######## prop_delay_meter ########
--- config.mk ---
export PLATFORM = sky130hd
export DESIGN_NAME = prop_delay_meter
export DESIGN_NICKNAME = d
export VERILOG_FILES = /design/src/rtl/prop_delay_meter.sv
export SDC_FILE = /design/constraint.sdc
export NUM_CORES = 1
export LEC_CHECK = 0
export ABC_AREA = 0
export CAP_MARGIN = 20
export CORE_MARGIN = 3
export CORE_UTILIZATION = 40
export CTS_CLUSTER_DIAMETER = 100
export CTS_CLUSTER_SIZE = 25
export DETAILED_ROUTE_END_ITERATION = 8
export GPL_ROUTABILITY_DRIVEN = 0
export PLACE_DENSITY = 0.65
export SLEW_MARGIN = 10
export SYNTH_ARGS = -nofsm -noshare
export SYNTH_HDL_FRONTEND = slang
export SYNTH_SLANG_ARGS = --single-unit
--- constraint.sdc ---
create_clock -name clk -period 4.4 [get_ports clk]
set_input_delay 0.88 -clock clk [delete_from_list [all_inputs] [get_ports clk]]
set_output_delay 0.88 -clock clk [all_outputs]
set_load 0.01 [all_outputs]
--- src/rtl/prop_delay_meter.sv ---
// prop_delay_meter: measures, in clock samples, the latency from a stimulus
// change to the resulting change on the delay network output. Output pulses
// narrower than MIN_PULSE samples are flagged as glitches, and no response
// within TIMEOUT samples is reported as a timeout. Each result is a one-cycle
// strobe.
module prop_delay_meter #(
  parameter int WIDTH     = 4,
  parameter int CW        = 8,
  parameter int TIMEOUT   = 200,
  parameter int MIN_PULSE = 2
) (
  input  logic             clk,
  input  logic             rst_n,
  input  logic [WIDTH-1:0] stim,
  input  logic             dut_out,
  output logic             busy,
  output logic             meas_valid,
  output logic [CW-1:0]    meas_cycles,
  output logic             meas_timeout,
  output logic             meas_glitch,
  output logic             overrun
);

  typedef enum logic [1:0] {
    IDLE = 2'd0,
    MEAS = 2'd1,
    HOLD = 2'd2
  } state_t;

  localparam logic [CW-1:0] TIMEOUT_C = CW'(TIMEOUT);
  localparam logic [CW-1:0] PULSE_C   = CW'(MIN_PULSE);
  localparam logic [CW-1:0] ZERO_C    = {CW{1'b0}};
  localparam logic [CW-1:0] ONE_C     = {{(CW-1){1'b0}}, 1'b1};

  // Sampling pipeline: current and previous samples of both inputs.
  logic [WIDTH-1:0] stim_s;
  logic [WIDTH-1:0] stim_p;
  logic             out_s;
  logic             out_p;
  logic [1:0]       prime_sr_r;

  state_t           state_r;
  logic [CW-1:0]    cnt_r;
  logic [CW-1:0]    pw_r;
  logic [CW-1:0]    lat_r;
  logic             base_r;

  logic             event_s;
  logic             out_moved_s;
  state_t           arm_state_s;
  logic [CW-1:0]    arm_lat_s;

  // Register the inputs and their previous samples; priming tracks two post-reset samples.
  always_ff @(posedge clk) begin
    if (!rst_n) begin
      stim_s     <= {WIDTH{1'b0}};
      stim_p     <= {WIDTH{1'b0}};
      out_s      <= 1'b0;
      out_p      <= 1'b0;
      prime_sr_r <= 2'b00;
    end else begin
      stim_s     <= stim;
      stim_p     <= stim_s;
      out_s      <= dut_out;
      out_p      <= out_s;
      prime_sr_r <= {prime_sr_r[0], 1'b1};
    end
  end

  // Detect stimulus events and decide where a fresh measurement starts.
  always_comb begin
    event_s     = 1'b0;
    out_moved_s = 1'b0;
    arm_state_s = MEAS;
    arm_lat_s   = ZERO_C;
    event_s     = prime_sr_r[1] && (stim_s != stim_p);
    out_moved_s = (out_s != out_p);
    if (out_moved_s) begin
      // Output changed on the very sample the stimulus did: zero latency.
      arm_state_s = HOLD;
    end else begin
      arm_state_s = MEAS;
    end
  end

  // Measurement state machine with registered result outputs.
  always_ff @(posedge clk) begin
    if (!rst_n) begin
      state_r      <= IDLE;
      cnt_r        <= ZERO_C;
      pw_r         <= ZERO_C;
      lat_r        <= ZERO_C;
      base_r       <= 1'b0;
      busy         <= 1'b0;
      meas_valid   <= 1'b0;
      meas_cycles  <= ZERO_C;
      meas_timeout <= 1'b0;
      meas_glitch  <= 1'b0;
      overrun      <= 1'b0;
    end else begin
      meas_valid   <= 1'b0;
      meas_timeout <= 1'b0;
      meas_glitch  <= 1'b0;
      overrun      <= 1'b0;
      case (state_r)
        IDLE: begin
          if (event_s) begin
            // Base is the output level before the stimulus change in both cases.
            state_r <= arm_state_s;
            base_r  <= out_p;
            cnt_r   <= ONE_C;
            pw_r    <= ONE_C;
            lat_r   <= arm_lat_s;
            busy    <= 1'b1;
          end else begin
            busy    <= 1'b0;
          end
        end
        MEAS: begin
          if (event_s) begin
            overrun <= 1'b1;
            state_r <= arm_state_s;
            base_r  <= out_p;
            cnt_r   <= ONE_C;
            pw_r    <= ONE_C;
            lat_r   <= arm_lat_s;
            busy    <= 1'b1;
          end else if (out_s != base_r) begin
            lat_r   <= cnt_r;
            pw_r    <= ONE_C;
            state_r <= HOLD;
          end else if (cnt_r == TIMEOUT_C) begin
            meas_valid   <= 1'b1;
            meas_timeout <= 1'b1;
            meas_cycles  <= TIMEOUT_C;
            state_r      <= IDLE;
            busy         <= 1'b0;
          end else begin
            cnt_r <= cnt_r + ONE_C;
          end
        end
        HOLD: begin
          if (event_s) begin
            // Report the pending result and start the next one on the same edge.
            meas_valid  <= 1'b1;
            meas_cycles <= lat_r;
            overrun     <= 1'b1;
            state_r     <= arm_state_s;
            base_r      <= out_p;
            cnt_r       <= ONE_C;
            pw_r        <= ONE_C;
            lat_r       <= arm_lat_s;
            busy        <= 1'b1;
          end else if (out_s == base_r) begin
            meas_valid  <= 1'b1;
            meas_glitch <= 1'b1;
            meas_cycles <= lat_r;
            state_r     <= IDLE;
            busy        <= 1'b0;
          end else if ((pw_r + ONE_C) == PULSE_C) begin
            meas_valid  <= 1'b1;
            meas_cycles <= lat_r;
            state_r     <= IDLE;
            busy        <= 1'b0;
          end else begin
            pw_r <= pw_r + ONE_C;
          end
        end
        default: begin
          state_r <= IDLE;
          busy    <= 1'b0;
        end
      endcase
    end
  end

endmodule

######## demultiplexor_loader ########
## src/rtl/demultiplexor_loader.sv

```systemverilog
// Write-side bank loader: steers data words into ten holding registers either by
// explicit address (IDLE) or by a sequential valid/ready fill (LOAD -> DONE).
module demultiplexor_loader #(
  parameter int unsigned SELECTION = 4,
  parameter int unsigned DATAWIDTH = 9
) (
  input  logic                 CLOCK_50,
  input  logic                 RESET_InLow,
  input  logic [DATAWIDTH-1:0] sDataInDemux,
  input  logic [SELECTION-1:0] sSelDemux,
  input  logic                 sWriteDemux,
  input  logic                 sAutoLoadDemux,
  input  logic                 sValidDemux,
  output logic                 sReadyDemux,
  output logic                 sBusyDemux,
  output logic                 sDoneDemux,
  output logic                 sErrDemux,
  output logic [DATAWIDTH-1:0] sDataOutDemux1,
  output logic [DATAWIDTH-1:0] sDataOutDemux2,
  output logic [DATAWIDTH-1:0] sDataOutDemux3,
  output logic [DATAWIDTH-1:0] sDataOutDemux4,
  output logic [DATAWIDTH-1:0] sDataOutDemux5,
  output logic [DATAWIDTH-1:0] sDataOutDemux6,
  output logic [DATAWIDTH-1:0] sDataOutDemux7,
  output logic [DATAWIDTH-1:0] sDataOutDemux8,
  output logic [DATAWIDTH-1:0] sDataOutDemux9,
  output logic [DATAWIDTH-1:0] sDataOutDemux10
);

  localparam int unsigned NumChannels = 10;

  typedef enum logic [1:0] {
    IDLE = 2'd0,
    LOAD = 2'd1,
    DONE = 2'd2
  } stateT;

  stateT                state;
  stateT                stateNext;
  logic [SELECTION-1:0] sCount;
  logic [SELECTION-1:0] countNext;
  logic                 wrEn;
  logic [SELECTION-1:0] wrAddr;
  logic                 errNext;
  logic [DATAWIDTH-1:0] bank [1:NumChannels];

  // State, counter and error pulse registers
  always_ff @(posedge CLOCK_50 or negedge RESET_InLow) begin
    if (!RESET_InLow) begin
      state     <= IDLE;
      sCount    <= '0;
      sErrDemux <= 1'b0;
    end else begin
      state     <= stateNext;
      sCount    <= countNext;
      sErrDemux <= errNext;
    end
  end

  // Next-state, counter and write-port decode
  always_comb begin
    stateNext = state;
    countNext = sCount;
    wrEn      = 1'b0;
    wrAddr    = sCount;
    errNext   = 1'b0;
    case (state)
      IDLE: begin
        if (sAutoLoadDemux) begin
          countNext = SELECTION'(1);
          stateNext = LOAD;
        end else if (sWriteDemux) begin
          if ((sSelDemux >= SELECTION'(1)) && (sSelDemux <= SELECTION'(NumChannels))) begin
            wrEn   = 1'b1;
            wrAddr = sSelDemux;
          end else begin
            errNext = 1'b1;
          end
        end
      end
      LOAD: begin
        if (sValidDemux) begin
          wrEn   = 1'b1;
          wrAddr = sCount;
          if (sCount == SELECTION'(NumChannels)) begin
            stateNext = DONE;
          end else begin
            countNext = sCount + SELECTION'(1);
          end
        end
      end
      DONE:    stateNext = IDLE;
      default: stateNext = IDLE;
    endcase
  end

  // Holding registers; only the addressed channel loads
  always_ff @(posedge CLOCK_50 or negedge RESET_InLow) begin
    if (!RESET_InLow) begin
      for (int k = 1; k <= NumChannels; k++) begin
        bank[k] <= '0;
      end
    end else begin
      for (int k = 1; k <= NumChannels; k++) begin
        if (wrEn && (wrAddr == SELECTION'(k))) begin
          bank[k] <= sDataInDemux;
        end
      end
    end
  end

  assign sReadyDemux = (state == LOAD);
  assign sBusyDemux  = (state == LOAD) || (state == DONE);
  assign sDoneDemux  = (state == DONE);

  assign sDataOutDemux1  = bank[1];
  assign sDataOutDemux2  = bank[2];
  assign sDataOutDemux3  = bank[3];
  assign sDataOutDemux4  = bank[4];
  assign sDataOutDemux5  = bank[5];
  assign sDataOutDemux6  = bank[6];
  assign sDataOutDemux7  = bank[7];
  assign sDataOutDemux8  = bank[8];
  assign sDataOutDemux9  = bank[9];
  assign sDataOutDemux10 = bank[10];

endmodule

```

## config.mk

```make
export PLATFORM = sky130hd
export DESIGN_NAME = demultiplexor_loader
export DESIGN_NICKNAME = d
export VERILOG_FILES = /design/src/rtl/demultiplexor_loader.sv
export SDC_FILE = /design/constraint.sdc
export NUM_CORES = 1
export LEC_CHECK = 0
export ABC_AREA = 1
export CORE_MARGIN = 4
export CORE_UTILIZATION = 38
export DETAILED_ROUTE_END_ITERATION = 12
export GPL_TIMING_DRIVEN = 0
export HOLD_SLACK_MARGIN = 0.08
export PLACE_DENSITY = 0.7
export SLEW_MARGIN = 20
export SYNTH_ARGS = -nofsm -noshare
export SYNTH_HDL_FRONTEND = slang
export SYNTH_SLANG_ARGS = --single-unit
```

## constraint.sdc

```tcl
create_clock -name CLOCK_50 -period 2.5 [get_ports CLOCK_50]
set_input_delay 0.5 -clock CLOCK_50 [delete_from_list [all_inputs] [get_ports CLOCK_50]]
set_output_delay 0.5 -clock CLOCK_50 [all_outputs]
set_load 0.005 [all_outputs]
```

prop_delay_meter, routing congestion:
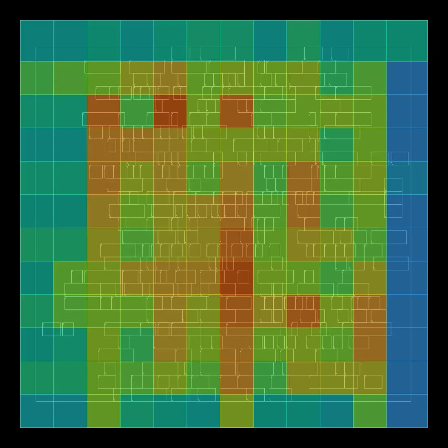
post-DR wirelength/cell: 13.55 um
total global routing track utilization: 14.57%
met1 track demand over resource in global routing: 19.42%

prop_delay_meter, sequential cells grouped by signal name:
The bar under the picture is 20 um long. Other sequential cells in the stronger grey, the rest of the logic in the fainter grey.
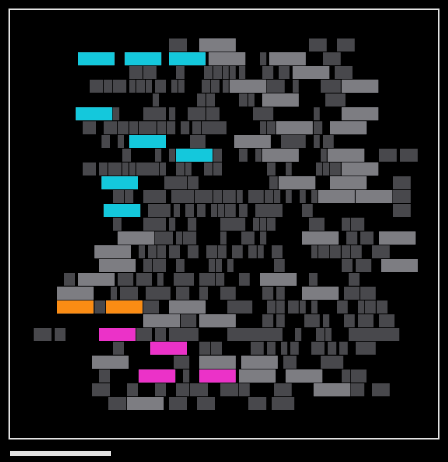
[`stim_p`] magenta | flops: 4
[`cnt_r`] cyan | flops: 8
[`prime_sr_r`] orange | flops: 2
Storage cell area: 0.001041 mm^2
final design utilization: 49.16%
total sequential power: 495 uW
Seq area share: 37.09%

==> impl_report.txt, prop_delay_meter <==
RUN METRICS
----------------------------------------------------
[Die]
  Core Region ........................ approximately 0.0057 mm^2
  Chip Width ........................ roughly 84 um

[Status]
  Outcome ........................ completed

[Run]
  Maxcap violations ........................ 0
  Stage-log warning count ........................ 32

[Critical path]
  Data arrival time of the critical path ........................ 3.00 ns
  Timing endpoint of the critical path ........................ meas_cycles[3]$_SDFFE_PN0P_
  Type of the worst setup path ........................ reg2reg
  Critical-path cell with the highest stage delay ........................ sky130_fd_sc_hd__a2111oi_4
  Crit-path cells ........................ ha_1 -> and3_1 -> a31oi_1 -> a2111oi_4 -> o21ai_1 -> o21ai_2 -> o221a_2

[Finish]
  # nets final ........................ 313
  Layout clock area frac ........................ 3.968%

[Route]
  Met3 Wirelength ........................ 126 um
  Vias post-DR ........................ between 2000 and 2500

[Power and ir drop]
  Combinational gate power ........................ ~120 uW
  Seq pwr share ........................ a little over half

[Placement]
  Post-place instance area ........................ between 0.002 and 0.003 mm^2

[Clock tree]
  Number of buffers on the longest clock path ........................ 2
  Root Driver ........................ sky130_fd_sc_hd__clkbuf_8

[STA]
  Normalized max-slew margin ........................ 42.95%

----------------------------------------------------
demultiplexor_loader, routing congestion:
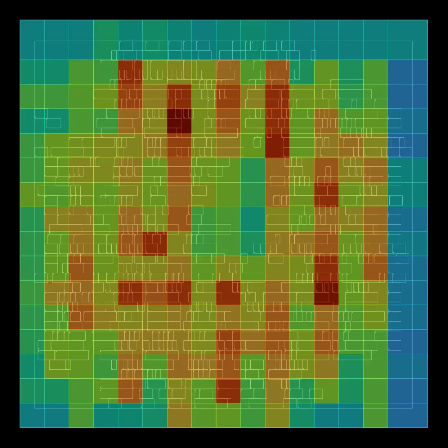
post-DR wirelength/cell: 16.10 um
global routing usage on met3: 3.753%

==> impl_report.txt, demultiplexor_loader <==
RUN METRICS
----------------------------------------------------
[Critical path]
  WP buf/inv ........................ 2
  Worst reg2reg endpoint ........................ sDataOutDemux6[5]$_DFFE_PN0P_
  Crit end category ........................ output port
  Total number of cells along the worst setup path ........................ 3
  Data arrival time of the critical path ........................ 1.68 ns

[Route]
  DR WL met2 ........................ slightly below 6 mm
  DR top layer ........................ met4
  First-pass iteration count of the detailed router ........................ 6
  Vias per cell ........................ roughly 5

[Status]
  Outcome ........................ completed

[Hold path]
  Hold path cells ........................ 2

[STA]
  Setup skew after layout ........................ between 0.006 and 0.007 ns
  Sum of negative setup slack ........................ 0 ns

[Finish]
  Non-clock buffer total of the final layout ........................ between 100 and 150
  #MultiIn Comb ........................ 341

[Global route]
  Maximum number of pins on one net before global-route repair ........................ approximately 74
  Wire length of the first global-routing pass ........................ around 20 mm

[Die]
  Die H ........................ 114.7 um
  Die Area ........................ between 0.01 and 0.015 mm^2

[Power and ir drop]
  Seq pwr share ........................ 37.6%
  Combinational gate power ........................ 2920 uW
  Proportion of total power due to net switching ........................ between 30% and 40%

[Clock tree]
  Number of buffers on the longest clock path ........................ 2
  Number of sinks handled by clock tree synthesis ........................ 97

----------------------------------------------------

==> layout pictures side by side <==
Placed cells, one colour a class.
The bar under the picture is 20 um long. Fill, decap, tap and diode cells in grey.
image #1
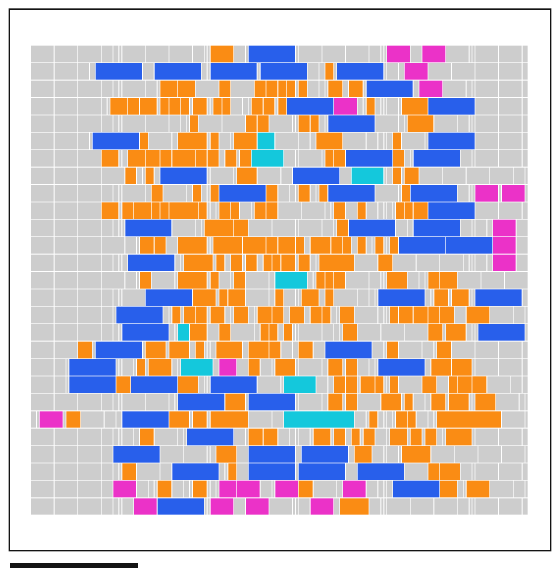
image #2
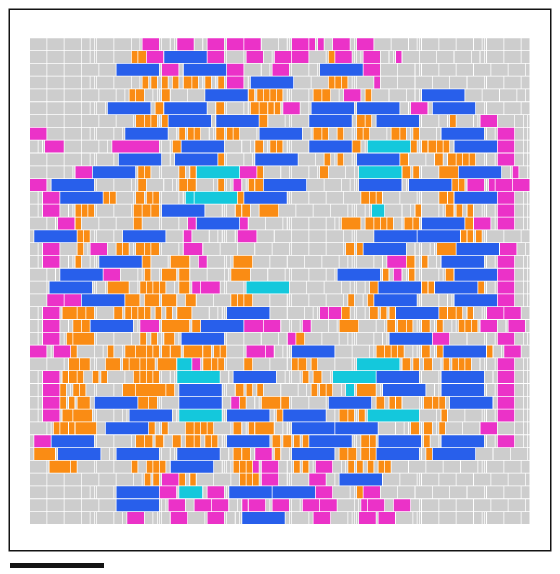
| from | picture |
|---|---|
| prop_delay_meter | image #1 |
| demultiplexor_loader | image #2 |
- largest die: image #2
- most sequential cells: image #2

Key to image #2:
[other buffers and delay cells] magenta | cells: 134 | share of their area: 22%
[all other logic] orange | cells: 357 | share of their area: 30%
[clock drivers and dummy loads] cyan | cells: 15 | share of their area: 5.2%
[flip-flops] blue | cells: 97 | share of their area: 43%



==> screenshots <==
Cell density map.
Plate I
The die is cut into 11 by 11 equal tiles; black is low, pale yellow is high, 0 to 100% covered.
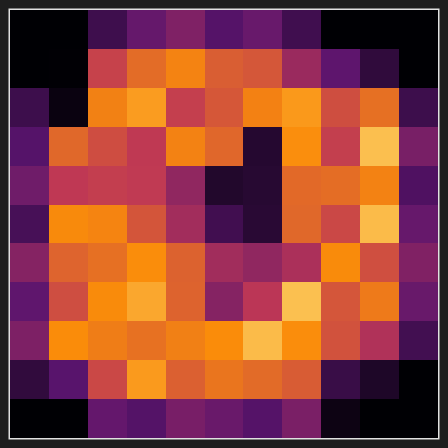
Plate II
The die is cut into 8 by 8 equal tiles; black is low, pale yellow is high, 0 to 100% covered.
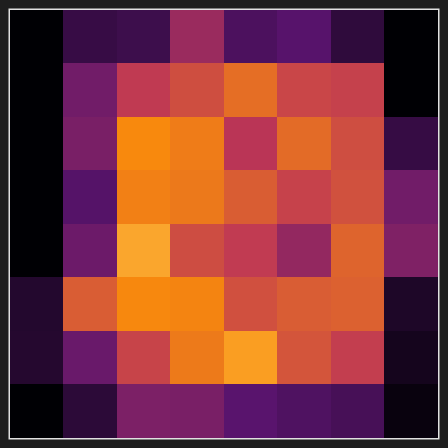
Plate II comes from prop_delay_meter.
Plate I comes from demultiplexor_loader.

Power and IR drop assume default switching activity.
